# ---- regfile_wb_arbiter ----
==> regfile_wb_arbiter/clock_nets.png <==
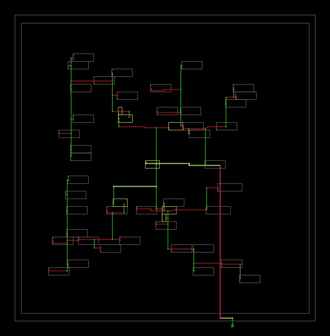

### src/rtl/regfile_wb_arbiter.sv
// Round-robin arbiter that funnels NREQ write-back requesters onto one
// registered register-file write port, with a busy mask for hazard checks.
module regfile_wb_arbiter #(
    parameter int NREQ = 4,
    parameter int XLEN = 32
) (
    input  logic                      clk,
    input  logic                      rst_n,
    input  logic [NREQ-1:0]           req_valid,
    input  logic [NREQ*5-1:0]         req_reg,
    input  logic [NREQ*XLEN-1:0]      req_data,
    output logic [NREQ-1:0]           req_ready,
    input  logic                      freeze,
    output logic                      rf_write,
    output logic [4:0]                rf_writeReg,
    output logic [XLEN-1:0]           rf_writeData,
    output logic [31:0]               busy_mask,
    output logic [$clog2(NREQ)-1:0]   grant_id
);

    localparam int PW = $clog2(NREQ);

    logic [PW-1:0]   ptr_q, ptr_d;
    logic            rf_write_q, rf_write_d;
    logic [4:0]      rf_reg_q, rf_reg_d;
    logic [XLEN-1:0] rf_data_q, rf_data_d;
    logic [PW-1:0]   grant_q, grant_d;

    logic [PW-1:0]   gnt_idx;
    logic [PW-1:0]   cand;
    logic            found;
    int              idx;
    logic [4:0]      sel_reg;
    logic [XLEN-1:0] sel_data;

    // Search ptr, ptr+1, ... modulo NREQ; the first valid requester wins.
    always_comb begin
        req_ready = '0;
        gnt_idx   = '0;
        cand      = '0;
        found     = 1'b0;
        idx       = 0;
        if (rst_n && !freeze) begin
            for (int k = 0; k < NREQ; k++) begin
                idx = int'(ptr_q) + k;
                if (idx >= NREQ) idx = idx - NREQ;
                cand = PW'(idx);
                if (!found && req_valid[cand]) begin
                    found   = 1'b1;
                    gnt_idx = cand;
                end
            end
        end
        if (found) req_ready[gnt_idx] = 1'b1;
    end

    always_comb begin
        sel_reg  = req_reg[int'(gnt_idx)*5 +: 5];
        sel_data = req_data[int'(gnt_idx)*XLEN +: XLEN];

        ptr_d      = ptr_q;
        rf_write_d = 1'b0;
        rf_reg_d   = rf_reg_q;
        rf_data_d  = rf_data_q;
        grant_d    = grant_q;
        if (found) begin
            if (int'(gnt_idx) == NREQ - 1) ptr_d = '0;
            else                           ptr_d = gnt_idx + PW'(1);
            // Register 0 is accepted and consumed but never written.
            rf_write_d = (sel_reg != 5'd0);
            rf_reg_d   = sel_reg;
            rf_data_d  = sel_data;
            grant_d    = gnt_idx;
        end
    end

    always_ff @(posedge clk) begin
        if (!rst_n) begin
            ptr_q      <= '0;
            rf_write_q <= 1'b0;
            rf_reg_q   <= '0;
            rf_data_q  <= '0;
            grant_q    <= '0;
        end else begin
            ptr_q      <= ptr_d;
            rf_write_q <= rf_write_d;
            rf_reg_q   <= rf_reg_d;
            rf_data_q  <= rf_data_d;
            grant_q    <= grant_d;
        end
    end

    assign rf_write     = rf_write_q;
    assign rf_writeReg  = rf_reg_q;
    assign rf_writeData = rf_data_q;
    assign busy_mask    = rf_write_q ? (32'd1 << rf_reg_q) : 32'd0;
    // The held grant is only meaningful while a write is on the port.
    assign grant_id     = rf_write_q ? grant_q : '0;

endmodule

### config.mk
export PLATFORM = sky130hd
export DESIGN_NAME = regfile_wb_arbiter
export DESIGN_NICKNAME = d
export VERILOG_FILES = /design/src/rtl/regfile_wb_arbiter.sv
export SDC_FILE = /design/constraint.sdc
export NUM_CORES = 1
export LEC_CHECK = 0
export ABC_CLOCK_PERIOD_IN_PS = 1950
export CAP_MARGIN = 20
export CORE_AREA = 2 2 105 107
export DETAILED_ROUTE_END_ITERATION = 10
export DIE_AREA = 0 0 107 109
export PLACE_DENSITY_LB_ADDON = 0.3
export SLEW_MARGIN = 10
export SYNTH_ARGS = -nofsm -noshare
export SYNTH_HDL_FRONTEND = slang
export SYNTH_SLANG_ARGS = --single-unit
export TNS_END_PERCENT = 5
### constraint.sdc
create_clock -name clk -period 1.95 [get_ports clk]
set_input_delay 0.39 -clock clk [delete_from_list [all_inputs] [get_ports clk]]
set_output_delay 0.39 -clock clk [all_outputs]
set_load 0.02 [all_outputs]
# ---- qick_fifo_axis_reader ----
File: src/rtl/qick_fifo_axis_reader.sv
// Read-side drain engine: pops a fixed-latency FIFO into a 4-entry buffer and presents
// the words as an AXI-Stream master with tlast framing and a running beat counter.
module qick_fifo_axis_reader #(
  parameter int DW     = 32,
  parameter int RD_LAT = 1,
  parameter int LEN_W  = 16
) (
  input  logic             clk_i,
  input  logic             rst_ni,
  input  logic             flush_i,
  input  logic [LEN_W-1:0] pkt_len_i,
  input  logic             fifo_empty_i,
  output logic             fifo_pop_o,
  input  logic [DW-1:0]    fifo_dt_i,
  output logic             m_axis_tvalid_o,
  input  logic             m_axis_tready_i,
  output logic [DW-1:0]    m_axis_tdata_o,
  output logic             m_axis_tlast_o,
  output logic [31:0]      word_cnt_o
);
  localparam int DEPTH = 4;

  logic [DW-1:0]     buf_q [DEPTH];
  logic [DW-1:0]     buf_d [DEPTH];
  logic [1:0]        rd_ptr_q, rd_ptr_d;
  logic [1:0]        wr_ptr_q, wr_ptr_d;
  logic [2:0]        occ_q, occ_d;
  logic [RD_LAT-1:0] infl_q, infl_d;
  logic [LEN_W-1:0]  beat_cnt_q, beat_cnt_d;
  logic [LEN_W-1:0]  len_q, len_d;
  logic [31:0]       word_cnt_q, word_cnt_d;

  logic [2:0] infl_cnt;
  logic       tvalid, tlast, hs, wr_en, pop;

  always_comb begin
    // NOTE: every signal gets a default before any branch, so no path leaves one unassigned (no latches).
    infl_cnt = '0;
    for (int i = 0; i < RD_LAT; i++) infl_cnt = infl_cnt + 3'(infl_q[i]);

    tvalid = (occ_q != '0);
    hs     = tvalid && m_axis_tready_i;
    wr_en  = infl_q[RD_LAT-1];
    tlast  = tvalid && (len_q != '0) && (beat_cnt_q == len_q - LEN_W'(1));
    // Credits come from registered state only; a same-cycle handshake frees nothing.
    pop    = !fifo_empty_i && ((occ_q + infl_cnt) < 3'(DEPTH)) && !flush_i && rst_ni;

    buf_d = buf_q;
    if (wr_en) buf_d[wr_ptr_q] = fifo_dt_i;

    infl_d   = RD_LAT'({infl_q, pop});
    wr_ptr_d = wr_ptr_q + 2'(wr_en);
    rd_ptr_d = rd_ptr_q + 2'(hs);

    case ({wr_en, hs})
      2'b10:   occ_d = occ_q + 3'd1;
      2'b01:   occ_d = occ_q - 3'd1;
      default: occ_d = occ_q;
    endcase

    beat_cnt_d = beat_cnt_q;
    if (hs) beat_cnt_d = tlast ? '0 : beat_cnt_q + LEN_W'(1);

    // At a packet boundary the length follows pkt_len_i, frozen while a beat is stalled.
    len_d = len_q;
    if ((beat_cnt_d == '0) && !(tvalid && !m_axis_tready_i)) len_d = pkt_len_i;

    word_cnt_d = word_cnt_q + 32'(hs);

    if (flush_i) begin
      occ_d      = '0;
      rd_ptr_d   = '0;
      wr_ptr_d   = '0;
      infl_d     = '0;
      beat_cnt_d = '0;
      word_cnt_d = '0;
      len_d      = pkt_len_i;
    end
  end

  // NOTE: the data array has no reset; occ_q alone decides which entries are live.
  always_ff @(posedge clk_i) buf_q <= buf_d;

  // NOTE: state registers use non-blocking assignments; the combinational block above uses blocking.
  always_ff @(posedge clk_i) begin
    if (!rst_ni) begin
      occ_q      <= '0;
      rd_ptr_q   <= '0;
      wr_ptr_q   <= '0;
      infl_q     <= '0;
      beat_cnt_q <= '0;
      word_cnt_q <= '0;
      len_q      <= pkt_len_i;
    end else begin
      occ_q      <= occ_d;
      rd_ptr_q   <= rd_ptr_d;
      wr_ptr_q   <= wr_ptr_d;
      infl_q     <= infl_d;
      beat_cnt_q <= beat_cnt_d;
      word_cnt_q <= word_cnt_d;
      len_q      <= len_d;
    end
  end

  assign fifo_pop_o      = pop;
  assign m_axis_tvalid_o = tvalid;
  assign m_axis_tdata_o  = tvalid ? buf_q[rd_ptr_q] : '0;
  assign m_axis_tlast_o  = tlast;
  assign word_cnt_o      = word_cnt_q;

endmodule
File: config.mk
export PLATFORM = sky130hd
export DESIGN_NAME = qick_fifo_axis_reader
export DESIGN_NICKNAME = d
export VERILOG_FILES = /design/src/rtl/qick_fifo_axis_reader.sv
export SDC_FILE = /design/constraint.sdc
export NUM_CORES = 1
export LEC_CHECK = 0
export CAP_MARGIN = 20
export CORE_MARGIN = 4
export CORE_UTILIZATION = 59
export DETAILED_ROUTE_END_ITERATION = 12
export PLACE_DENSITY_LB_ADDON = 0.2
export SYNTH_ARGS = -nofsm -noshare
export SYNTH_HDL_FRONTEND = slang
export SYNTH_SLANG_ARGS = --single-unit
File: constraint.sdc
create_clock -name clk_i -period 6.7 [get_ports clk_i]
set_input_delay 1.675 -clock clk_i [delete_from_list [all_inputs] [get_ports clk_i]]
set_output_delay 1.675 -clock clk_i [all_outputs]
set_load 0.01 [all_outputs]
# ---- digit_serial_adder ----
`src/rtl/adder_pkg.sv`:
```
// rtl/adder_pkg.sv - shared state encoding and sizing helper for digit_serial_adder
package adder_pkg;

    localparam logic [1:0] ST_IDLE = 2'd0;
    localparam logic [1:0] ST_ADD  = 2'd1;
    localparam logic [1:0] ST_DONE = 2'd2;

    // Digit counter width: clog2 of the digit count, never narrower than one bit
    function automatic int cnt_width(input int n);
        return (n <= 1) ? 1 : $clog2(n);
    endfunction

endpackage

```
`src/rtl/digit_add.sv`:
```
// rtl/digit_add.sv - combinational DIGIT-bit adder with carry in/out
module digit_add #(
    parameter int DIGIT = 2
) (
    input  logic [DIGIT-1:0] x,
    input  logic [DIGIT-1:0] y,
    input  logic             ci,
    output logic [DIGIT-1:0] s,
    output logic             co
);

    // Zero-extend every term so the carry lands in the extra top bit
    assign {co, s} = {1'b0, x} + {1'b0, y} + {{DIGIT{1'b0}}, ci};

endmodule

```
`src/rtl/digit_serial_adder.sv`:
```
// rtl/digit_serial_adder.sv - multi-cycle adder, DIGIT bits per clock, wrap/saturate
module digit_serial_adder
    import adder_pkg::*;
#(
    parameter int WIDTH = 8,
    parameter int DIGIT = 2
) (
    input  logic             clk,
    input  logic             rst,
    input  logic             in_valid,
    output logic             in_ready,
    input  logic [WIDTH-1:0] a,
    input  logic [WIDTH-1:0] b,
    input  logic             cin,
    input  logic             sat_mode,
    output logic             out_valid,
    input  logic             out_ready,
    output logic [WIDTH-1:0] sum,
    output logic             cout,
    output logic             ovf
);

    localparam int N  = WIDTH / DIGIT;
    localparam int CW = cnt_width(N);
    localparam logic [CW-1:0] K_LAST = CW'(N - 1);

    logic [1:0]       state;
    logic [CW-1:0]    k;
    logic [WIDTH-1:0] a_r;
    logic [WIDTH-1:0] b_r;
    logic [WIDTH-1:0] res;
    logic [WIDTH-1:0] res_next;
    logic             carry;
    logic             sat_r;
    logic [DIGIT-1:0] dsum;
    logic             dcarry;

    // Operands shift right one digit per cycle, so the current digit is always the low slice
    digit_add #(.DIGIT(DIGIT)) u_digit_add (
        .x  (a_r[DIGIT-1:0]),
        .y  (b_r[DIGIT-1:0]),
        .ci (carry),
        .s  (dsum),
        .co (dcarry)
    );

    // Result fills from the top: after N digits, digit k sits in slice k
    always_comb begin
        res_next = res >> DIGIT;
        res_next[WIDTH-1 -: DIGIT] = dsum;
    end

    // Control FSM and datapath registers
    always_ff @(posedge clk) begin
        if (rst) begin
            state <= ST_IDLE;
            k     <= '0;
            a_r   <= '0;
            b_r   <= '0;
            res   <= '0;
            carry <= 1'b0;
            sat_r <= 1'b0;
        end else begin
            case (state)
                ST_IDLE: begin
                    if (in_valid) begin
                        a_r   <= a;
                        b_r   <= b;
                        carry <= cin;
                        sat_r <= sat_mode;
                        res   <= '0;
                        k     <= '0;
                        state <= ST_ADD;
                    end
                end
                ST_ADD: begin
                    a_r   <= a_r >> DIGIT;
                    b_r   <= b_r >> DIGIT;
                    res   <= res_next;
                    carry <= dcarry;
                    k     <= k + 1'b1;
                    if (k == K_LAST) begin
                        state <= ST_DONE;
                    end
                end
                ST_DONE: begin
                    if (out_ready) begin
                        state <= ST_IDLE;
                    end
                end
                default: state <= ST_IDLE;
            endcase
        end
    end

    // Outputs are masked to zero whenever no result is presented
    always_comb begin
        in_ready  = (state == ST_IDLE);
        out_valid = (state == ST_DONE);
        sum       = '0;
        cout      = 1'b0;
        if (out_valid) begin
            sum  = (sat_r && carry) ? {WIDTH{1'b1}} : res;
            cout = carry;
        end
        ovf = cout;
    end

endmodule
```
`config.mk`:
```
export PLATFORM = sky130hd
export DESIGN_NAME = digit_serial_adder
export DESIGN_NICKNAME = d
export VERILOG_FILES = /design/src/rtl/adder_pkg.sv /design/src/rtl/digit_add.sv /design/src/rtl/digit_serial_adder.sv
export SDC_FILE = /design/constraint.sdc
export NUM_CORES = 1
export LEC_CHECK = 0
export CORE_MARGIN = 1
export CORE_UTILIZATION = 45
export DETAILED_ROUTE_END_ITERATION = 16
export GPL_TIMING_DRIVEN = 0
export PLACE_DENSITY_LB_ADDON = 0.1
export REMOVE_ABC_BUFFERS = 1
export SLEW_MARGIN = 20
export SYNTH_ARGS = -nofsm -noshare
export SYNTH_HDL_FRONTEND = slang
export SYNTH_SLANG_ARGS = --single-unit
export TNS_END_PERCENT = 1
```
`constraint.sdc`:
```
create_clock -name clk -period 1.65 [get_ports clk]
set_input_delay 0.165 -clock clk [delete_from_list [all_inputs] [get_ports clk]]
set_output_delay 0.165 -clock clk [all_outputs]
set_load 0.01 [all_outputs]
```
==> digit_serial_adder/clock_nets.png <==
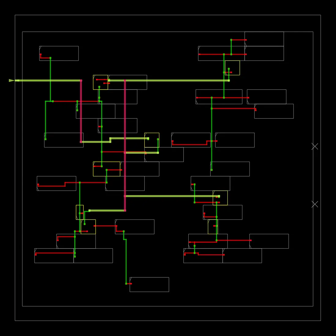
flop count: 30
final setup skew: 0.00815 ns

==> summary.txt, digit_serial_adder <==
This note records the results obtained with Yosys and OpenROAD.

Power and ir drop
Clock network power for this build is 0.000449 W. The worst IR drop on VDD is 0.538 mV.

Placement
The placer congestion estimate is 0.694.

Logic synthesis
The main area contributors are dfxtp_1 43%, mux2i_1 10%, a211oi_2 6.3%, a22o_1 5.7%, nor2_1 5.1%. The number of flops mapped to enable cells by yosys is 0.

Finish
Cells with a size suffix above 1 make up 17.0% of the layout. The number of fillers in the final layout is 233. In the final design database the tool counted 183 nets.

Worst hold path
The worst hold path terminates at a_r[6].

Outcome
The flow ran to the end, but the final reports show violations. The checks that failed: design-rule violations.

Drt
The final layout contains routed wiring with a total length of 2.58 mm. The DRC violations left is 2.

Clock tree
The H-tree generated during clock tree synthesis spans 2 levels. Clock-pin slew was measured on the worst setup and hold paths at 0.09 ns. No sink is reached through more buffers than the 2 on the longest clock path.

Final timing
The flow reports an fmax of 641 MHz.

GRT
The total overflow reported by the global router is 0. The first global-routing pass estimated 4.34 mm of wire.
-- digit_serial_adder: kinds of logic after synthesis --
| group | share of synthesized area [%] |
|---|---|
| buf+inv | 6.85 |
| flops | 43.2 |
| fa+ha+maj | 3.78 |
| mux | 10.9 |
| compound gates | 24.9 |
| simple gates | 10.4 |
-- digit_serial_adder: routing by layer --
| layer | track usage [%] | vias to the layer above | routed length, um |
|---|---|---|---|
| met5 | 0 | - | 0 |
| met4 | 6.27 | 0 | 36 |
| met3 | 7.94 | 6 | 174 |
| met2 | 27.9 | 29 | 1190 |
| met1 | 21.7 | 484 | 1180 |
| li1 | - | 525 | - |
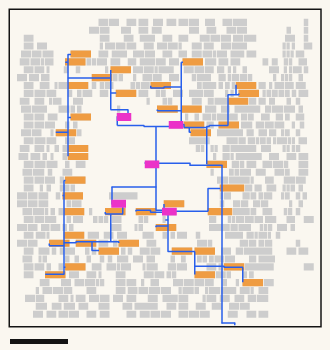
(regfile_wb_arbiter/clock_wires.png)
Bar = 20 um.
legend:
  blue:
    item: clock wires
    length: 521 um
  orange:
    item: flip-flops
    count: 42
  magenta:
    item: clock-net drivers
    count: 5
routed clock nets: 6

==> regfile_wb_arbiter/closeup.png <==
Window x 65 to 95, y 12 to 42 um. Cells in grey, sequential cells in the stronger grey; small squares are vias.
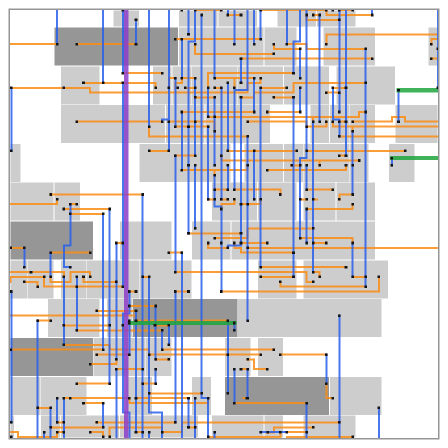
legend:
  blue:
    layer: M2
  orange:
    layer: M1
  purple:
    layer: M4
  green:
    layer: M3
most frequent: clkdlybuf4s50_1 (9), buf_4 (6), o21ai_1 (5)
netlist names of flops here include: `rf_writeData` (4), `ptr_q` (1)
cells with their middle in the window: 63
sequential cells in the window: 5

About regfile_wb_arbiter/clock_nets.png:
sinks on the clock net: 42
Clock buffer cells: 7
Num CTS Buffers: 5
power attributed to the clock group: 0.000508 W
final setup skew: 0.00223 ns

==> summary.txt, regfile_wb_arbiter <==
This note records the results obtained with Yosys and OpenROAD.

Outcome
The flow ran to the end, but the final reports show violations. The checks that failed: negative setup slack.

Finish
The flip-flop count of the largest register, all copies and words added is 32. The register area is 848 um^2. From synthesis to final layout, the design area changed by 93.7%. The multi-input gate area in the final layout is 2250 um^2.

Once layout is complete, the utilization of the core stands at 56.1%.

GRT
The largest net degree at the start of global routing is 74. The first-pass GRT wire length is 16.9 mm. The met1 routing resource usage after global routing is 19.2%.

Critical path
The critical-path maximum fanout is 7. The cell count of the worst reg-to-reg path is 11. The worst register-to-register path has a setup slack of -0.18 ns. The worst setup path startpoint is ptr_q[0].

Logic synthesis
The synthesis run identifies the leading combinational cell family as multiplexers. After synthesis the netlist holds a flip-flop and latch count of 42. In this run the biggest area consumer among cell types represents 27.4% of the synthesized area. The commonest cells after synthesis are 66 x o21ai_1, 51 x nand2_1, 47 x mux2i_1. Of the post-synthesis cell area, the part taken by muxes is 27.0%.

Per the synth stats, the proportion of register bits with asynchronous set or reset is 0%.

Drt
The violation count after the first detailed-routing iteration is 126. The total detailed-routing wirelength is 11.0 mm. Per the detail_route report, DRC violations left total 0.

Floorplan
Pin placement for this block handled 231 I/O pins. The effective utilization at floorplan is 29.0%.

Final timing
The worst-case setup margin in the final layout is -0.239 ns. The worst hold margin is 0.454 ns. Per the finish-stage timing summary, setup violations number 40.

Clock tree
The TritonCTS clock tree is yes. Buffers inserted to repair hold after CTS numbered 0.
## regfile_wb_arbiter: critical path, delay by kind of cell (launching register included)
family | cells | cell delay, ns
AND/OR/NAND/NOR | 3 | 0.58
flip-flops | 1 | 0.37
buffers and inverters | 2 | 0.25
AND-OR/OR-AND | 2 | 0.16
adder cells (fa/ha/maj) | 1 | 0.14
## regfile_wb_arbiter: timing repair
action / CTS / global route
hold endpoints to repair: 0 / 0
pin swaps: 8 / 3
gates resized: 105 / 87
setup buffers: 11 / 0
endpoints found under the setup margin: 78 / 69
cloned: 1 / 0
==> qick_fifo_axis_reader/clock_wires.png <==
Bar = 50 um.
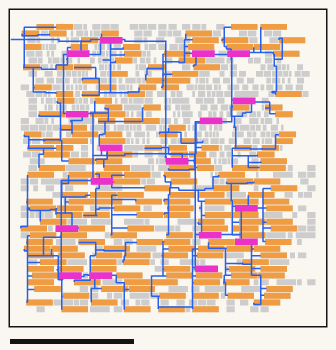
legend:
  magenta:
    item: clock-net drivers
    count: 17
  orange:
    item: flip-flops
    count: 200
  blue:
    item: clock wires
    length: 1960 um
flops lie: spread over the die
power attributed to the clock group: 0.000970 W
Clock Power Share: 40.1%

==> summary.txt, qick_fifo_axis_reader <==
This note records the results obtained with Yosys and OpenROAD.

Outcome
The flow ran to the end, and the final reports show no timing, DRC or antenna violations.

Final timing
The most critical hold endpoint after final layout shows a slack of 0.520 ns.

Placement
The cell count after placement is 878. STA on the placed design reports a worst setup slack of 1.76 ns. In the placement report, post-DP HPWL is listed as 10.7 mm.

Critical path
STA classifies the critical path endpoint as an output pin. In this run the register-to-register setup slack is 2.92 ns. STA classifies the critical path startpoint as a flop.

For the worst flop-to-flop path, the logic depth is 9. According to the timing report, the critical path is launched from len_q[0].

Logic synthesis
Summed over its instances, the top area cell type makes up 51.0% of the synthesized netlist area. The part of the Yosys area used for sequential elements is 64.2%. By count the netlist is led by 144 x edfxtp_1, 62 x nor2_1, 56 x dfxtp_1. For this run, the number of Yosys warnings is 0. Summing the areas of all and, or, nand and nor instances in the mapped netlist gives 13.2% of the synthesized area.

Flow run
Warnings raised by the tools during the run amount to 27.

Power and ir drop
Looking at the group totals, the largest power group turns out to be sequential cells.

Clock tree
Looking at the clock tree report, the maximum root-to-sink buffer count equals 2. The hold-fix buffer count after cts is 0. The clock slew at the register clock pins of the worst setup and hold paths is 0.07 ns.

Drt
Per the detailed-route log, wirelength across all metal layers totals 16.6 mm.

Floorplan
Per the OpenROAD floorplan log, the width of the die is 128 um.

Finish
The post-layout net count is 779.
[qick_fifo_axis_reader: metal layers]
metal | part of all wire, % | GRT usage, % | up-vias
met3 | 4.7 | 5.00 | 27
met5 | 0.072 | 0 | -
met1 | 42 | 26.7 | 2567
li1 | - | - | 2452
met4 | 1.9 | 7.80 | 2
met2 | 51 | 35.8 | 128
[qick_fifo_axis_reader: layout make-up]
class	count	area, um^2
fillers	889	3600
well taps	180	225
clock buffers	18	429
flip-flops and latches	200	5450
clock inverters	14	131
repair buffers	123	1220
multi-input cells	362	2880
inverters	13	51.3

# ---- s_stream_feeder_flat ----
--- src/rtl/s_stream_feeder_pkg.sv ---
`default_nettype none
// ============================================================================
// Module      : s_stream_feeder_pkg
// Description : Shared constants, nucleotide codes and state encodings for
//               the query-sequence feeder.
// Revision    : 1.0 - initial release
// ============================================================================
package s_stream_feeder_pkg;

    localparam int PE_ARRAY_SIZE = 32;
    localparam int PE_ARRAY_SIZE_LOG = $clog2(PE_ARRAY_SIZE);

    localparam logic [1:0] NT_A = 2'b00;
    localparam logic [1:0] NT_C = 2'b01;
    localparam logic [1:0] NT_G = 2'b10;
    localparam logic [1:0] NT_T = 2'b11;

    typedef enum logic [1:0] {
        ST_IDLE   = 2'd0,
        ST_FILL   = 2'd1,
        ST_STREAM = 2'd2,
        ST_DONE   = 2'd3
    } feeder_state_t;

    // Returns {legal, code}; legal is 0 for anything other than ACGT/acgt.
    function automatic logic [2:0] nt_encode(input logic [7:0] ch);
        logic [2:0] w_code;
        case (ch)
            8'h41, 8'h61: w_code = {1'b1, NT_A};
            8'h43, 8'h63: w_code = {1'b1, NT_C};
            8'h47, 8'h67: w_code = {1'b1, NT_G};
            8'h54, 8'h74: w_code = {1'b1, NT_T};
            default:      w_code = 3'b000;
        endcase
        return w_code;
    endfunction

endpackage
`default_nettype wire

--- src/rtl/s_stream_feeder_if.sv ---
`default_nettype none
// ============================================================================
// Module      : s_stream_feeder_if
// Description : Host character stream and engine chunk-request bundle.
// Revision    : 1.0 - initial release
// ============================================================================
interface s_stream_feeder_if
    import s_stream_feeder_pkg::*;
#(
    parameter int PE_SIZE     = PE_ARRAY_SIZE,
    parameter int PE_SIZE_LOG = PE_ARRAY_SIZE_LOG
);
    logic                   i_seq_start;
    logic [7:0]             i_char;
    logic                   i_char_valid;
    logic                   i_char_last;
    logic                   o_char_ready;
    logic                   i_request_s;
    logic [2*PE_SIZE-1:0]   o_s;
    logic [PE_SIZE_LOG:0]   o_s_valid;
    logic                   o_s_ready;
    logic                   o_bad_char;
    logic                   o_underrun;

    modport slave (
        input  i_seq_start, i_char, i_char_valid, i_char_last, i_request_s,
        output o_char_ready, o_s, o_s_valid, o_s_ready, o_bad_char, o_underrun
    );

    modport master (
        output i_seq_start, i_char, i_char_valid, i_char_last, i_request_s,
        input  o_char_ready, o_s, o_s_valid, o_s_ready, o_bad_char, o_underrun
    );
endinterface
`default_nettype wire

--- src/rtl/s_stream_feeder_chunk_fifo.sv ---
`default_nettype none
// ============================================================================
// Module      : s_chunk_fifo
// Description : Two-entry chunk buffer (data + count) with simultaneous
//               push/pop and synchronous flush.
// Revision    : 1.0 - initial release
// ============================================================================
module s_chunk_fifo #(
    parameter int DATA_W = 64,
    parameter int CNT_W  = 6
) (
    input  logic              clk,
    input  logic              rst,
    input  logic              i_flush,
    input  logic              i_push,
    input  logic [DATA_W-1:0] i_push_data,
    input  logic [CNT_W-1:0]  i_push_cnt,
    input  logic              i_pop,
    output logic [DATA_W-1:0] o_head_data,
    output logic [CNT_W-1:0]  o_head_cnt,
    output logic              o_full,
    output logic              o_empty
);
    logic [DATA_W-1:0] r_data [2];
    logic [CNT_W-1:0]  r_cnt  [2];
    logic              r_wr_ptr;
    logic              r_rd_ptr;
    logic [1:0]        r_level;
    logic              w_do_push;
    logic              w_do_pop;

    assign o_full      = (r_level == 2'd2);
    assign o_empty     = (r_level == 2'd0);
    assign o_head_data = r_data[r_rd_ptr];
    assign o_head_cnt  = r_cnt[r_rd_ptr];
    assign w_do_push   = i_push & ~o_full;
    assign w_do_pop    = i_pop & ~o_empty;

    always_ff @(posedge clk) begin
        if (rst || i_flush) begin
            r_wr_ptr <= 1'b0;
            r_rd_ptr <= 1'b0;
            r_level  <= 2'd0;
        end else begin
            if (w_do_push) begin
                r_data[r_wr_ptr] <= i_push_data;
                r_cnt[r_wr_ptr]  <= i_push_cnt;
                r_wr_ptr         <= ~r_wr_ptr;
            end
            if (w_do_pop) begin
                r_rd_ptr <= ~r_rd_ptr;
            end
            r_level <= r_level + {1'b0, w_do_push} - {1'b0, w_do_pop};
        end
    end
endmodule
`default_nettype wire

--- src/rtl/s_stream_feeder.sv ---
`default_nettype none
// ============================================================================
// Module      : s_stream_feeder
// Description : Packs an ASCII nucleotide stream into PE-array-wide 2-bit
//               chunks and answers engine requests from a 2-entry buffer.
// Revision    : 1.0 - initial release
// ============================================================================
module s_stream_feeder
    import s_stream_feeder_pkg::*;
#(
    parameter int PE_SIZE     = PE_ARRAY_SIZE,
    parameter int PE_SIZE_LOG = PE_ARRAY_SIZE_LOG
) (
    input  logic             clk,
    input  logic             rst,
    s_stream_feeder_if.slave bus
);
    localparam logic [PE_SIZE_LOG:0] c_full_cnt = (PE_SIZE_LOG+1)'(PE_SIZE);

    feeder_state_t          r_state, w_state_nxt;
    logic [2*PE_SIZE-1:0]   r_pack_data, w_new_data, r_resp_data, r_s, w_head_data, w_push_data;
    logic [PE_SIZE_LOG:0]   r_pack_cnt, w_new_cnt, r_resp_cnt, r_s_valid, w_head_cnt, w_push_cnt;
    logic                   r_last_seen, r_marker_pending, r_bad_char, r_underrun;
    logic                   r_resp_pending, r_resp_under;
    logic                   w_full, w_empty, w_active, w_char_ready, w_accept, w_good;
    logic                   w_close, w_marker_push, w_push, w_pop, w_term_pop;
    logic [2:0]             w_nt;

    assign w_nt          = nt_encode(bus.i_char);
    assign w_active      = (r_state == ST_FILL) || (r_state == ST_STREAM);
    assign w_char_ready  = w_active & ~w_full & ~r_last_seen;
    assign w_accept      = bus.i_char_valid & w_char_ready;
    assign w_good        = w_accept & w_nt[2];
    assign w_new_cnt     = r_pack_cnt + {{PE_SIZE_LOG{1'b0}}, w_good};
    assign w_close       = w_accept & ((w_new_cnt == c_full_cnt) | bus.i_char_last);
    assign w_marker_push = r_marker_pending & ~w_full;
    assign w_push        = ~bus.i_seq_start & (w_close | w_marker_push);
    assign w_push_data   = w_close ? w_new_data : '0;
    assign w_push_cnt    = w_close ? w_new_cnt  : '0;
    assign w_pop         = bus.i_request_s & ~bus.i_seq_start & w_active & ~w_empty;
    // Any chunk shorter than a full array ends the sequence.
    assign w_term_pop    = w_pop & (w_head_cnt != c_full_cnt);

    always_comb begin
        w_new_data = r_pack_data;
        if (w_good) begin
            w_new_data[{r_pack_cnt[PE_SIZE_LOG-1:0], 1'b0} +: 2] = w_nt[1:0];
        end
    end

    s_chunk_fifo #(
        .DATA_W (2*PE_SIZE),
        .CNT_W  (PE_SIZE_LOG+1)
    ) u_chunk_fifo (
        .clk         (clk),
        .rst         (rst),
        .i_flush     (bus.i_seq_start),
        .i_push      (w_push),
        .i_push_data (w_push_data),
        .i_push_cnt  (w_push_cnt),
        .i_pop       (w_pop),
        .o_head_data (w_head_data),
        .o_head_cnt  (w_head_cnt),
        .o_full      (w_full),
        .o_empty     (w_empty)
    );

    always_ff @(posedge clk) begin
        if (rst) r_state <= ST_IDLE;
        else     r_state <= w_state_nxt;
    end

    always_comb begin
        w_state_nxt = r_state;
        if (bus.i_seq_start) begin
            w_state_nxt = ST_FILL;
        end else begin
            case (r_state)
                ST_IDLE:   w_state_nxt = ST_IDLE;
                ST_FILL:   if (w_term_pop) w_state_nxt = ST_DONE;
                           else if (!w_empty) w_state_nxt = ST_STREAM;
                ST_STREAM: if (w_term_pop) w_state_nxt = ST_DONE;
                ST_DONE:   w_state_nxt = ST_IDLE;
                default:   w_state_nxt = ST_IDLE;
            endcase
        end
    end

    // Stage 1 pops at the request edge; stage 2 presents the result one edge later.
    always_ff @(posedge clk) begin
        if (rst) begin
            r_pack_data      <= '0;
            r_pack_cnt       <= '0;
            r_last_seen      <= 1'b0;
            r_marker_pending <= 1'b0;
            r_bad_char       <= 1'b0;
            r_underrun       <= 1'b0;
            r_resp_pending   <= 1'b0;
            r_resp_under     <= 1'b0;
            r_resp_data      <= '0;
            r_resp_cnt       <= '0;
            r_s              <= '0;
            r_s_valid        <= '0;
        end else begin
            if (r_resp_pending) begin
                r_s       <= r_resp_data;
                r_s_valid <= r_resp_cnt;
                if (r_resp_under) r_underrun <= 1'b1;
            end
            if (bus.i_seq_start) begin
                r_pack_data      <= '0;
                r_pack_cnt       <= '0;
                r_last_seen      <= 1'b0;
                r_marker_pending <= 1'b0;
                r_bad_char       <= 1'b0;
                r_underrun       <= 1'b0;
                r_resp_pending   <= bus.i_request_s;
                r_resp_under     <= 1'b0;
                r_resp_data      <= '0;
                r_resp_cnt       <= '0;
            end else begin
                if (w_close) begin
                    r_pack_data <= '0;
                    r_pack_cnt  <= '0;
                end else if (w_good) begin
                    r_pack_data <= w_new_data;
                    r_pack_cnt  <= w_new_cnt;
                end
                if (w_accept && bus.i_char_last) begin
                    r_last_seen      <= 1'b1;
                    r_marker_pending <= (w_new_cnt == c_full_cnt);
                end else if (w_marker_push) begin
                    r_marker_pending <= 1'b0;
                end
                if (w_accept && !w_nt[2]) r_bad_char <= 1'b1;
                r_resp_pending <= bus.i_request_s;
                r_resp_under   <= bus.i_request_s & w_active & w_empty;
                r_resp_data    <= w_pop ? w_head_data : '0;
                r_resp_cnt     <= w_pop ? w_head_cnt  : '0;
            end
        end
    end

    assign bus.o_char_ready = w_char_ready;
    assign bus.o_s          = r_s;
    assign bus.o_s_valid    = r_s_valid;
    assign bus.o_s_ready    = (r_state == ST_STREAM) || (r_state == ST_DONE);
    assign bus.o_bad_char   = r_bad_char;
    assign bus.o_underrun   = r_underrun;
endmodule
`default_nettype wire

--- src/flat_wrapper.sv ---
// flat-port wrapper written by rule: the top's interface ports become plain ports
module s_stream_feeder_flat import s_stream_feeder_pkg::*;
#(
    parameter int PE_SIZE     = PE_ARRAY_SIZE,
    parameter int PE_SIZE_LOG = PE_ARRAY_SIZE_LOG
)
  (clk, rst, bus_i_seq_start, bus_i_char, bus_i_char_valid, bus_i_char_last, bus_i_request_s, bus_o_char_ready, bus_o_s, bus_o_s_valid, bus_o_s_ready, bus_o_bad_char, bus_o_underrun);
  s_stream_feeder_if #(.PE_SIZE(PE_SIZE), .PE_SIZE_LOG(PE_SIZE_LOG)) bus_i ();
  input  logic clk;
  input  logic rst;
  input wire logic [$bits(bus_i.i_seq_start)-1:0] bus_i_seq_start;
  input wire logic [$bits(bus_i.i_char)-1:0] bus_i_char;
  input wire logic [$bits(bus_i.i_char_valid)-1:0] bus_i_char_valid;
  input wire logic [$bits(bus_i.i_char_last)-1:0] bus_i_char_last;
  input wire logic [$bits(bus_i.i_request_s)-1:0] bus_i_request_s;
  output wire logic [$bits(bus_i.o_char_ready)-1:0] bus_o_char_ready;
  output wire logic [$bits(bus_i.o_s)-1:0] bus_o_s;
  output wire logic [$bits(bus_i.o_s_valid)-1:0] bus_o_s_valid;
  output wire logic [$bits(bus_i.o_s_ready)-1:0] bus_o_s_ready;
  output wire logic [$bits(bus_i.o_bad_char)-1:0] bus_o_bad_char;
  output wire logic [$bits(bus_i.o_underrun)-1:0] bus_o_underrun;
  assign bus_i.i_seq_start = bus_i_seq_start;
  assign bus_i.i_char = bus_i_char;
  assign bus_i.i_char_valid = bus_i_char_valid;
  assign bus_i.i_char_last = bus_i_char_last;
  assign bus_i.i_request_s = bus_i_request_s;
  assign bus_o_char_ready = bus_i.o_char_ready;
  assign bus_o_s = bus_i.o_s;
  assign bus_o_s_valid = bus_i.o_s_valid;
  assign bus_o_s_ready = bus_i.o_s_ready;
  assign bus_o_bad_char = bus_i.o_bad_char;
  assign bus_o_underrun = bus_i.o_underrun;
  s_stream_feeder #(.PE_SIZE(PE_SIZE), .PE_SIZE_LOG(PE_SIZE_LOG)) u_core (.clk(clk), .rst(rst), .bus(bus_i));
endmodule
--- config.mk ---
export PLATFORM = sky130hd
export DESIGN_NAME = s_stream_feeder_flat
export DESIGN_NICKNAME = d
export VERILOG_FILES = /design/src/rtl/s_stream_feeder_pkg.sv /design/src/rtl/s_stream_feeder_if.sv /design/src/rtl/s_stream_feeder_chunk_fifo.sv /design/src/rtl/s_stream_feeder.sv /design/src/flat_wrapper.sv
export SDC_FILE = /design/constraint.sdc
export NUM_CORES = 1
export LEC_CHECK = 0
export ABC_AREA = 1
export CAP_MARGIN = 20
export CORE_UTILIZATION = 63
export DETAILED_ROUTE_END_ITERATION = 10
export GPL_TIMING_DRIVEN = 0
export PLACE_DENSITY = 0.81
export SKIP_LAST_GASP = 1
export SYNTH_ARGS = -nofsm -noshare
export SYNTH_HDL_FRONTEND = slang
export SYNTH_SLANG_ARGS = --single-unit
--- constraint.sdc ---
create_clock -name clk -period 15.5 [get_ports clk]
set_clock_uncertainty 0.1 [all_clocks]
set_input_delay 3.1 -clock clk [delete_from_list [all_inputs] [get_ports clk]]
set_output_delay 3.1 -clock clk [all_outputs]
set_load 0.02 [all_outputs]
# ---- fa_behavioural ----
<file path="src/rtl/fa_behavioural_pkg.sv">
// Shared constants for the fa_behavioural adder slice.
package fa_behavioural_pkg;

  localparam int FA_DEFAULT_WIDTH = 1;

endpackage

</file>
<file path="src/rtl/fa_behavioural_cell.sv">
// One-bit full adder cell; links a ripple-carry chain.
module fa_cell (
  output logic co,
  output logic s,
  input  logic a,
  input  logic b,
  input  logic ci
);

  logic p;

  assign p  = a ^ b;
  assign s  = p ^ ci;
  assign co = (a & b) | (ci & p);

endmodule

</file>
<file path="src/rtl/fa_behavioural.sv">
// Ripple-carry adder {Y1,Y2} = A + B + C with an optional enabled output register.
module fa_behavioural
  import fa_behavioural_pkg::*;
#(
  parameter int WIDTH = FA_DEFAULT_WIDTH
) (
  output logic             Y1,
  output logic [WIDTH-1:0] Y2,
  input  logic [WIDTH-1:0] A,
  input  logic [WIDTH-1:0] B,
  input  logic             C,
  input  logic             clk,
  input  logic             rst,
  input  logic             en,
  output logic             Y1_q,
  output logic [WIDTH-1:0] Y2_q
);

  logic [WIDTH:0] carry;

  assign carry[0] = C;

  for (genvar i = 0; i < WIDTH; i++) begin : g_bit
    fa_cell u_cell (
      .co (carry[i+1]),
      .s  (Y2[i]),
      .a  (A[i]),
      .b  (B[i]),
      .ci (carry[i])
    );
  end

  assign Y1 = carry[WIDTH];

  // Registered copy for pipelined consumers; reset wins over the load enable.
  always_ff @(posedge clk or posedge rst) begin
    if (rst) begin
      Y1_q <= 1'b0;
      Y2_q <= '0;
    end else if (en) begin
      Y1_q <= Y1;
      Y2_q <= Y2;
    end
  end

endmodule

</file>
<file path="config.mk">
export PLATFORM = sky130hd
export DESIGN_NAME = fa_behavioural
export DESIGN_NICKNAME = d
export VERILOG_FILES = /design/src/rtl/fa_behavioural_pkg.sv /design/src/rtl/fa_behavioural_cell.sv /design/src/rtl/fa_behavioural.sv
export SDC_FILE = /design/constraint.sdc
export NUM_CORES = 1
export LEC_CHECK = 0
export ABC_AREA = 1
export CORE_AREA = 2 2 39 41
export CTS_CLUSTER_DIAMETER = 60
export CTS_CLUSTER_SIZE = 40
export DETAILED_ROUTE_END_ITERATION = 8
export DIE_AREA = 0 0 41 43
export GPL_ROUTABILITY_DRIVEN = 0
export HOLD_SLACK_MARGIN = 0.1
export PLACE_DENSITY = 0.34
export SETUP_SLACK_MARGIN = 0.15
export SLEW_MARGIN = 20
export SYNTH_ARGS = -nofsm -noshare
export SYNTH_HDL_FRONTEND = slang
export SYNTH_SLANG_ARGS = --single-unit
</file>
<file path="constraint.sdc">
create_clock -name clk -period 1.34 [get_ports clk]
set_clock_uncertainty 0.05 [all_clocks]
set_input_delay 0.268 -clock clk [delete_from_list [all_inputs] [get_ports clk]]
set_output_delay 0.268 -clock clk [all_outputs]
set_load 0.05 [all_outputs]
</file>
# ---- pixel_unpack_fifo ----
$ cat config.mk
export PLATFORM = sky130hd
export DESIGN_NAME = pixel_unpack_fifo
export DESIGN_NICKNAME = d
export VERILOG_FILES = /design/src/rtl/sharpen_pkg.sv /design/src/rtl/word_fifo.sv /design/src/rtl/pixel_unpack_fifo.sv
export SDC_FILE = /design/constraint.sdc
export NUM_CORES = 1
export LEC_CHECK = 0
export ABC_AREA = 0
export CAP_MARGIN = 20
export CORE_MARGIN = 1.5
export CORE_UTILIZATION = 56
export CTS_CLUSTER_DIAMETER = 100
export CTS_CLUSTER_SIZE = 20
export DETAILED_ROUTE_END_ITERATION = 10
export PLACE_DENSITY = 0.85
export SLEW_MARGIN = 30
export SYNTH_ARGS = -nofsm -noshare
export SYNTH_HDL_FRONTEND = slang
export SYNTH_HIERARCHICAL = 1
export SYNTH_SLANG_ARGS = --single-unit
$ cat constraint.sdc
create_clock -name CLK -period 3.2 [get_ports CLK]
set_input_delay 0.32 -clock CLK [delete_from_list [all_inputs] [get_ports CLK]]
set_output_delay 0.32 -clock CLK [all_outputs]
set_load 0.01 [all_outputs]
$ cat src/rtl/sharpen_pkg.sv
// Shared definitions for the sharpening datapath.
//   PIX_W / DATA_W : pixel width and packed two-pixel word width
//   unpk_state_t   : pixel unpacker state encoding
package sharpen_pkg;

  localparam int unsigned PIX_W  = 8;
  localparam int unsigned DATA_W = 2 * PIX_W;

  typedef enum logic [1:0] {
    UNPK_IDLE = 2'd0,
    UNPK_LO   = 2'd1,
    UNPK_HI   = 2'd2
  } unpk_state_t;

endpackage

$ cat src/rtl/word_fifo.sv
// Synchronous WIDTH x DEPTH word FIFO with show-ahead read data.
//   clk, reset : rising-edge clock, synchronous active-high reset
//   clear      : synchronous clear; a push or pop in the same cycle is dropped
//   push/wdata : write request and data (caller guarantees !full)
//   pop/rdata  : read request (caller guarantees !empty); rdata is the head word
//   full/empty : derived from count
//   count      : words currently stored
module word_fifo #(
  parameter int unsigned WIDTH = 16,
  parameter int unsigned DEPTH = 4
) (
  input  logic                       clk,
  input  logic                       reset,
  input  logic                       clear,
  input  logic                       push,
  input  logic [WIDTH-1:0]           wdata,
  input  logic                       pop,
  output logic [WIDTH-1:0]           rdata,
  output logic                       full,
  output logic                       empty,
  output logic [$clog2(DEPTH+1)-1:0] count
);

  localparam int unsigned AW = $clog2(DEPTH);
  localparam int unsigned CW = $clog2(DEPTH + 1);

  logic [WIDTH-1:0] mem [DEPTH];
  logic [AW-1:0]    wr_ptr;
  logic [AW-1:0]    rd_ptr;

  // Storage carries no reset; validity is tracked entirely by count.
  always_ff @(posedge clk) begin
    if (push) mem[wr_ptr] <= wdata;
  end

  // Pointers wrap naturally because DEPTH is a power of two.
  always_ff @(posedge clk) begin
    if (reset || clear) begin
      wr_ptr <= '0;
      rd_ptr <= '0;
      count  <= '0;
    end else begin
      if (push) wr_ptr <= wr_ptr + AW'(1);
      if (pop)  rd_ptr <= rd_ptr + AW'(1);
      case ({push, pop})
        2'b10:   count <= count + CW'(1);
        2'b01:   count <= count - CW'(1);
        default: count <= count;
      endcase
    end
  end

  assign rdata = mem[rd_ptr];
  assign full  = (count == CW'(DEPTH));
  assign empty = (count == '0);

endmodule

$ cat src/rtl/pixel_unpack_fifo.sv
// Buffers packed two-pixel words and emits one pixel per cycle, low byte first.
//   CLK, RESET           : rising-edge clock, synchronous active-high reset
//   IN_D/IN_VALID/IN_READY     : word input handshake
//   FLUSH                : synchronous clear of FIFO and unpacker
//   PIX_OUT/PIX_VALID/PIX_READY: pixel output handshake (PIX_OUT registered)
//   WORD_CNT             : words in the FIFO, not counting the unpack register
module pixel_unpack_fifo #(
  parameter int unsigned PIX_W  = 8,
  parameter int unsigned DATA_W = 2 * PIX_W,
  parameter int unsigned DEPTH  = 4
) (
  input  logic                       CLK,
  input  logic                       RESET,
  input  logic [DATA_W-1:0]          IN_D,
  input  logic                       IN_VALID,
  output logic                       IN_READY,
  input  logic                       FLUSH,
  output logic [PIX_W-1:0]           PIX_OUT,
  output logic                       PIX_VALID,
  input  logic                       PIX_READY,
  output logic [$clog2(DEPTH+1)-1:0] WORD_CNT
);

  import sharpen_pkg::*;

  logic              push;
  logic              pop;
  logic              full;
  logic              empty;
  logic [DATA_W-1:0] head;
  logic [DATA_W-1:0] hold;
  logic [PIX_W-1:0]  pix;
  unpk_state_t       state;

  // Built from registered FIFO state and FLUSH only, so no path from PIX_READY.
  assign IN_READY = !full && !FLUSH;
  assign push     = IN_VALID && IN_READY;

  word_fifo #(
    .WIDTH (DATA_W),
    .DEPTH (DEPTH)
  ) u_fifo (
    .clk   (CLK),
    .reset (RESET),
    .clear (FLUSH),
    .push  (push),
    .wdata (IN_D),
    .pop   (pop),
    .rdata (head),
    .full  (full),
    .empty (empty),
    .count (WORD_CNT)
  );

  // Refill HOLD from IDLE, or straight from HI when the high byte is taken,
  // so back-to-back words stream without a bubble.
  always_comb begin
    pop = 1'b0;
    if (!FLUSH) begin
      case (state)
        UNPK_IDLE: pop = !empty;
        UNPK_HI:   pop = PIX_READY && !empty;
        default:   pop = 1'b0;
      endcase
    end
  end

  always_ff @(posedge CLK) begin
    if (RESET || FLUSH) begin
      state <= UNPK_IDLE;
      hold  <= '0;
      pix   <= '0;
    end else begin
      case (state)
        UNPK_IDLE: begin
          if (pop) begin
            hold  <= head;
            pix   <= head[PIX_W-1:0];
            state <= UNPK_LO;
          end
        end
        UNPK_LO: begin
          if (PIX_READY) begin
            pix   <= hold[DATA_W-1:PIX_W];
            state <= UNPK_HI;
          end
        end
        UNPK_HI: begin
          if (PIX_READY) begin
            if (pop) begin
              hold  <= head;
              pix   <= head[PIX_W-1:0];
              state <= UNPK_LO;
            end else begin
              pix   <= '0;
              state <= UNPK_IDLE;
            end
          end
        end
        default: begin
          pix   <= '0;
          state <= UNPK_IDLE;
        end
      endcase
    end
  end

  assign PIX_OUT   = pix;
  assign PIX_VALID = (state != UNPK_IDLE);

endmodule

==> screenshots <==
Clock network drawn from the DEF.
panel A
Bar = 10 um.
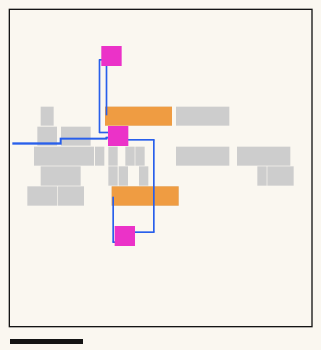
panel B
Bar = 50 um.
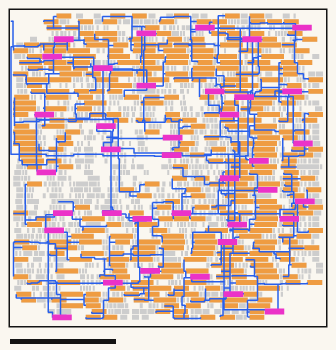
panel C
Bar = 20 um.
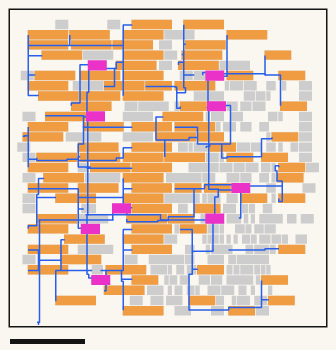
panel A -> fa_behavioural
panel C -> pixel_unpack_fifo
panel B -> s_stream_feeder_flat
- largest die: panel B

==> pixel_unpack_fifo/closeup.png <==
Window x 48 to 78, y 6 to 36 um. Cells in grey, sequential cells in the stronger grey; small squares are vias.
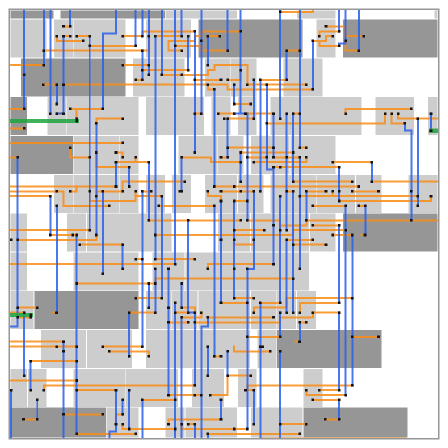
legend:
  blue:
    layer: M2
  green:
    layer: M3
  orange:
    layer: M1
cells with their middle in the window: 71
netlist names of flops here include: `state` (2), `u_fifo/count` (2), `u_fifo/rd_ptr` (2)
most frequent: nor2_1 (10), dfxtp_1 (9), inv_1 (7)
sequential cells in the window: 9

==> summary.txt, pixel_unpack_fifo <==
This note records the results obtained with Yosys and OpenROAD.

Finish
The area added between synthesis and finish is 16.5%.

Floorplan
The die width is 84.1 um. From bottom edge to top edge, the die measures 84.1 um.

Worst hold path
In this run the most critical hold path is launched from hold[13].

Drt
The routed wirelength normalized by instance count is 17.5 um. Detailed-route iteration 0 reported a violation count of 101.

Logic synthesis
The number of synthesis warnings is 6. The part of the Yosys area used for sequential elements is 66.9%. In the synthesized netlist, the cells that appear most often are 64 x edfxtp_1, 27 x dfxtp_1, 25 x nor2_1.

Power and ir drop
Per report_power, the top consumer among the power groups is sequential cells. The power of the sequential group is 0.00128 W.

Placement
The cell count after placement is 331.

Clock tree
In this run, post-CTS hold repair placed 0 buffers. The H-tree was split into 3 levels. The clock slew at the register clock pins of the worst setup and hold paths is 0.10 ns. The TritonCTS clock tree is yes.

Final timing
The total negative slack for setup checks is 0 ns. For this run, the final setup violation count is recorded as 0.

GRT
The met2 routing resource usage after global routing is 29.5%.

Outcome
The flow ran to the end, and the final reports show no timing, DRC or antenna violations.
pixel_unpack_fifo: area by class of cell:
cell class	instances	area [um^2]
multi-input cells	113	1110
clock buffers	9	124
flip-flops and latches	91	2460
inverters	9	33.8
repair buffers	41	390
clock inverters	7	76.3
fillers	420	2060
well taps	77	96.3
pixel_unpack_fifo: critical path, delay by kind of cell, from the launching register on:
kind | cells | cell delay [ns]
xor+xnor | 1 | 0.15
fa+ha+maj | 2 | 0.57
buf+inv | 2 | 0.19
simple gates | 3 | 0.71
flops | 1 | 0.41
compound gates | 2 | 0.30
==> fa_behavioural/m2.png <==
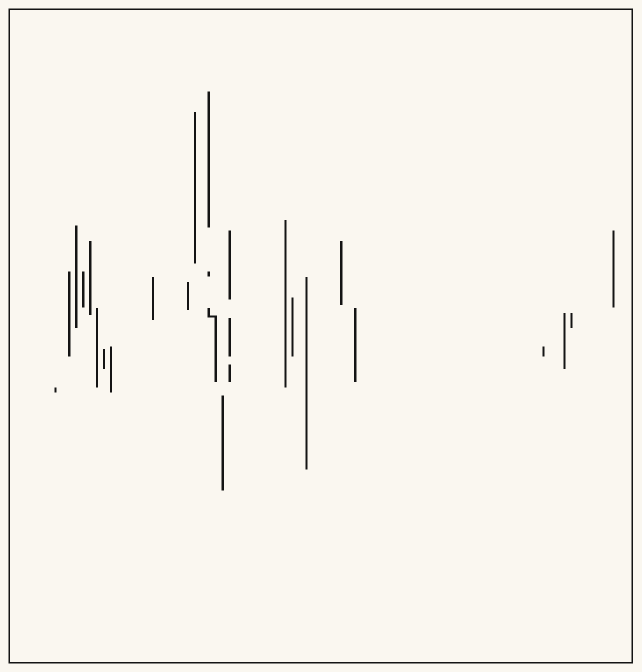
wire length on this layer: 117 um
nets with wire on the layer: 26
Vias: 118
met2 usage in global routing: 5.00%
Post-Route WL: 287 um

==> fa_behavioural/floorplan.png <==
Pins as bars on the die edge. Tap cells in grey.
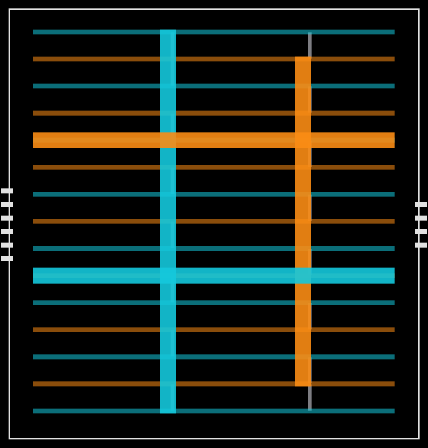
legend:
  orange:
    net: VDD
  cyan:
    net: VSS
met4 straps: 2
signal pins: 10
core area: 1380 um^2
width of the chip: 41 um
worst ir drop on vdd: 0.351 mV
Die Ht: 43 um

==> summary.txt, fa_behavioural <==
This note records the results obtained with Yosys and OpenROAD.

Clock tree
The buffer type at the clock tree root is clkbuf_4.

Critical path
The worst path required time is 1.02 ns. The worst setup path startpoint is A. The endpoint of the most critical register-to-register path is Y1_q. The timing report gives the biggest stage delay along the critical path as 0.60 ns. Per the OpenROAD timing report, the critical path contains 3 cells.

Final timing
The critical path in the final layout is reported with a setup slack of -0.0849 ns. The setup violation total in the final timing report is 1. The total negative slack for setup checks is -0.0849 ns.

GRT
Entering global routing, the biggest net connects 4 pins. The met3 track demand over resource is 4.71%.

Finish
In the final layout, the multi-input gates occupy 45.0 um^2. The fraction of cell area in multi-input combinational cells is reported as 16.4%. The number of logic gates is 7.

Logic synthesis
The number of nets in the synthesized netlist is 18. The part of the Yosys area used for sequential elements is 50.0%. Per the Yosys statistics, synthesis produced 11 cells.

The post-synthesis cell count is 11. The multiplexer fraction of the synthesized cell area is 0%.

Outcome
The run finished, with violations left. The final reports fail on negative setup slack.

Floorplan
The total number of tap cells is 16. In this run the core area contains 14 standard-cell rows.

Worst hold path
The class of the tightest hold or removal check is primary input to async pin.

Flow run
The total tool warning count is 29.

Drt
After detailed routing, the met3 layer carries 49 um of wire. The first-pass detailed-route iteration total is 4.

Placement
The pre-CTS setup check shows a worst slack of -0.458 ns.
fa_behavioural: power groups by stage:
stage               sequential (W)  combinational (W)  clock (W)
global route             0.0000783           0.000164   0.000150
global placement         0.0000781           0.000148          0
detailed placement       0.0000780           0.000150          0
floorplan                 0.000101          0.0000474          0
finish                   0.0000771           0.000155   0.000133
CTS                      0.0000774           0.000152   0.000140
fa_behavioural: state kept, by name, summed over array words and instances (netlist names):
register  cells
Y1_q          1
Y2_q          1
fa_behavioural: cell usage after synthesis, drive strengths merged:
cell   number  area share (%)
dfrtp       2              50
fa          1              20
inv         2             7.5
nand2       6              22
==> s_stream_feeder_flat/ff_map.png <==
Bar = 50 um. Other sequential cells in the stronger grey, the rest of the logic in the fainter grey.
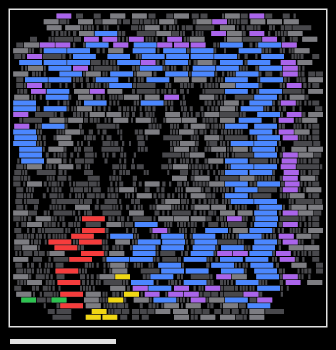
legend:
  red:
    name_in_the_netlist: `u_core.u_chunk_fifo.r_cnt`
    sequential_cells: 12
    where: lower left
  yellow:
    name_in_the_netlist: `u_core.bus.o_s_valid`
    sequential_cells: 6
  purple:
    name_in_the_netlist: `u_core.r_resp_data`
    sequential_cells: 64
    where: spread over the die
  blue:
    name_in_the_netlist: `u_core.u_chunk_fifo.r_data`
    sequential_cells: 128
    where: spread over the die
  green:
    name_in_the_netlist: `u_core.r_state`
    sequential_cells: 2
not coloured: 151
sequential group power: 0.00100 W
sequential standard cell area: 8670 um^2

==> summary.txt, s_stream_feeder_flat <==
This note records the results obtained with Yosys and OpenROAD.

Worst hold path
The endpoint of the worst hold path is u_core.bus.o_s[15]. The class of the tightest hold or removal check is flop to flop.

Finish
The largest register by flop count is u_core.u_chunk_fifo.r_data. Per the final report, the share of cell area in non-clock buffers is 7.89%. The area added between synthesis and finish is 18.9%. The number of logic gates is 906. The layout has 1381 filler cells. The flip-flop and latch count is 363.

For this run, the script counts the antenna cells in the layout as 0.

Logic synthesis
The yosys stat chip area is 13500 um^2. The number of synthesis warnings is 0. The register bit count reported by yosys is 363.

Sequential cells were found to cover 64.2% of the synthesized design area.

Critical path
The cell with the largest stage delay on the worst path is clkdlybuf4s50_1. The termination of the worst setup path is u_core.u_chunk_fifo.r_data[1][21]. The setup check on the worst reg-to-reg path leaves a slack of 11.31 ns.

Power and ir drop
The internal portion of the total power is 0.00158 W. The power in combinational cells is 0.0000907 W. The net load switching power is 0.000420 W. The combinational share of power is 4.5%.

Floorplan
In this run the standard cell core region covers 21000 um^2.

Placement
After its last routability iteration, the placer logged a weighted congestion of 0.952. The number of port buffers is 86.

GRT
The number of antenna violations at the first check in global routing came to 0. The met1 routing resource usage after global routing is 38.2%. The largest net degree at the start of global routing is 34.

Outcome
The run finished with clean final reports.
==> s_stream_feeder_flat: Yosys cell counts, drive strengths merged <==
library cell and count:
o21ai 117, buf 24, nand3 35, nor4 1
dfxtp 223, inv 95, clkbuf 43, and2 1
edfxtp 140, ha 11, a21boi 2, xnor2 2
nand4 10, a21oi 138, o21a 2, o21bai 5
or2 3, nor2 283, nand2 286, clkinv 2
nor3 10
==> s_stream_feeder_flat: tightest hold or removal path, delay by kind of cell (launching register included) <==
family	cells	cell delay, ns
flops	1	0.30
simple gates	2	0.12


## Gallery

Where the registers sit.
Plate I
Bar = 50 um. Other sequential cells in the stronger grey, the rest of the logic in the fainter grey.
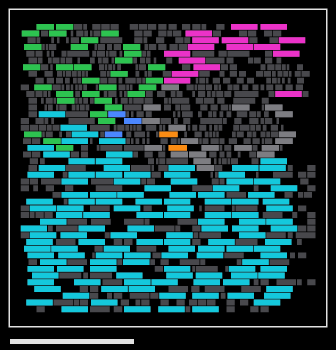
Plate II
Bar = 20 um. Other sequential cells in the stronger grey, the rest of the logic in the fainter grey.
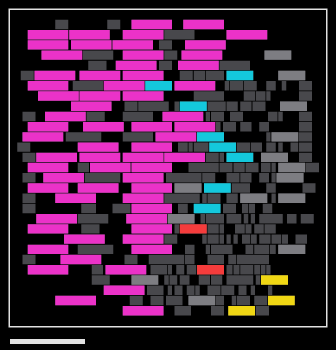
Plate III
Bar = 20 um. Other sequential cells in the stronger grey, the rest of the logic in the fainter grey.
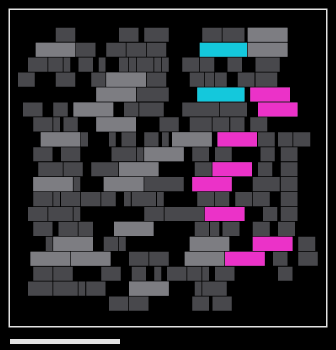
Plate IV
Bar = 20 um. Other sequential cells in the stronger grey, the rest of the logic in the fainter grey.
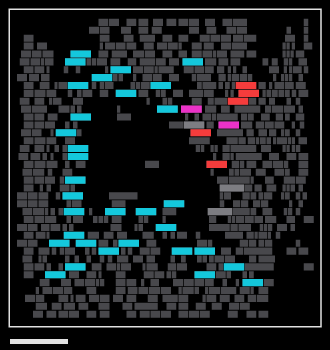
Plate I -> qick_fifo_axis_reader
Plate IV -> regfile_wb_arbiter
Plate II -> pixel_unpack_fifo
Plate III -> digit_serial_adder

Key to Plate I:
legend:
  blue:
    name_in_the_netlist: `occ_q`
    sequential_cells: 3
  cyan:
    name_in_the_netlist: `buf_q`
    sequential_cells: 128
  magenta:
    name_in_the_netlist: `len_q`
    sequential_cells: 16
  green:
    name_in_the_netlist: `word_cnt_o`
    sequential_cells: 32
  orange:
    name_in_the_netlist: `rd_ptr_q`
    sequential_cells: 2
not coloured: 19

No activity file was given, so power comes from the tool's default toggle rates.
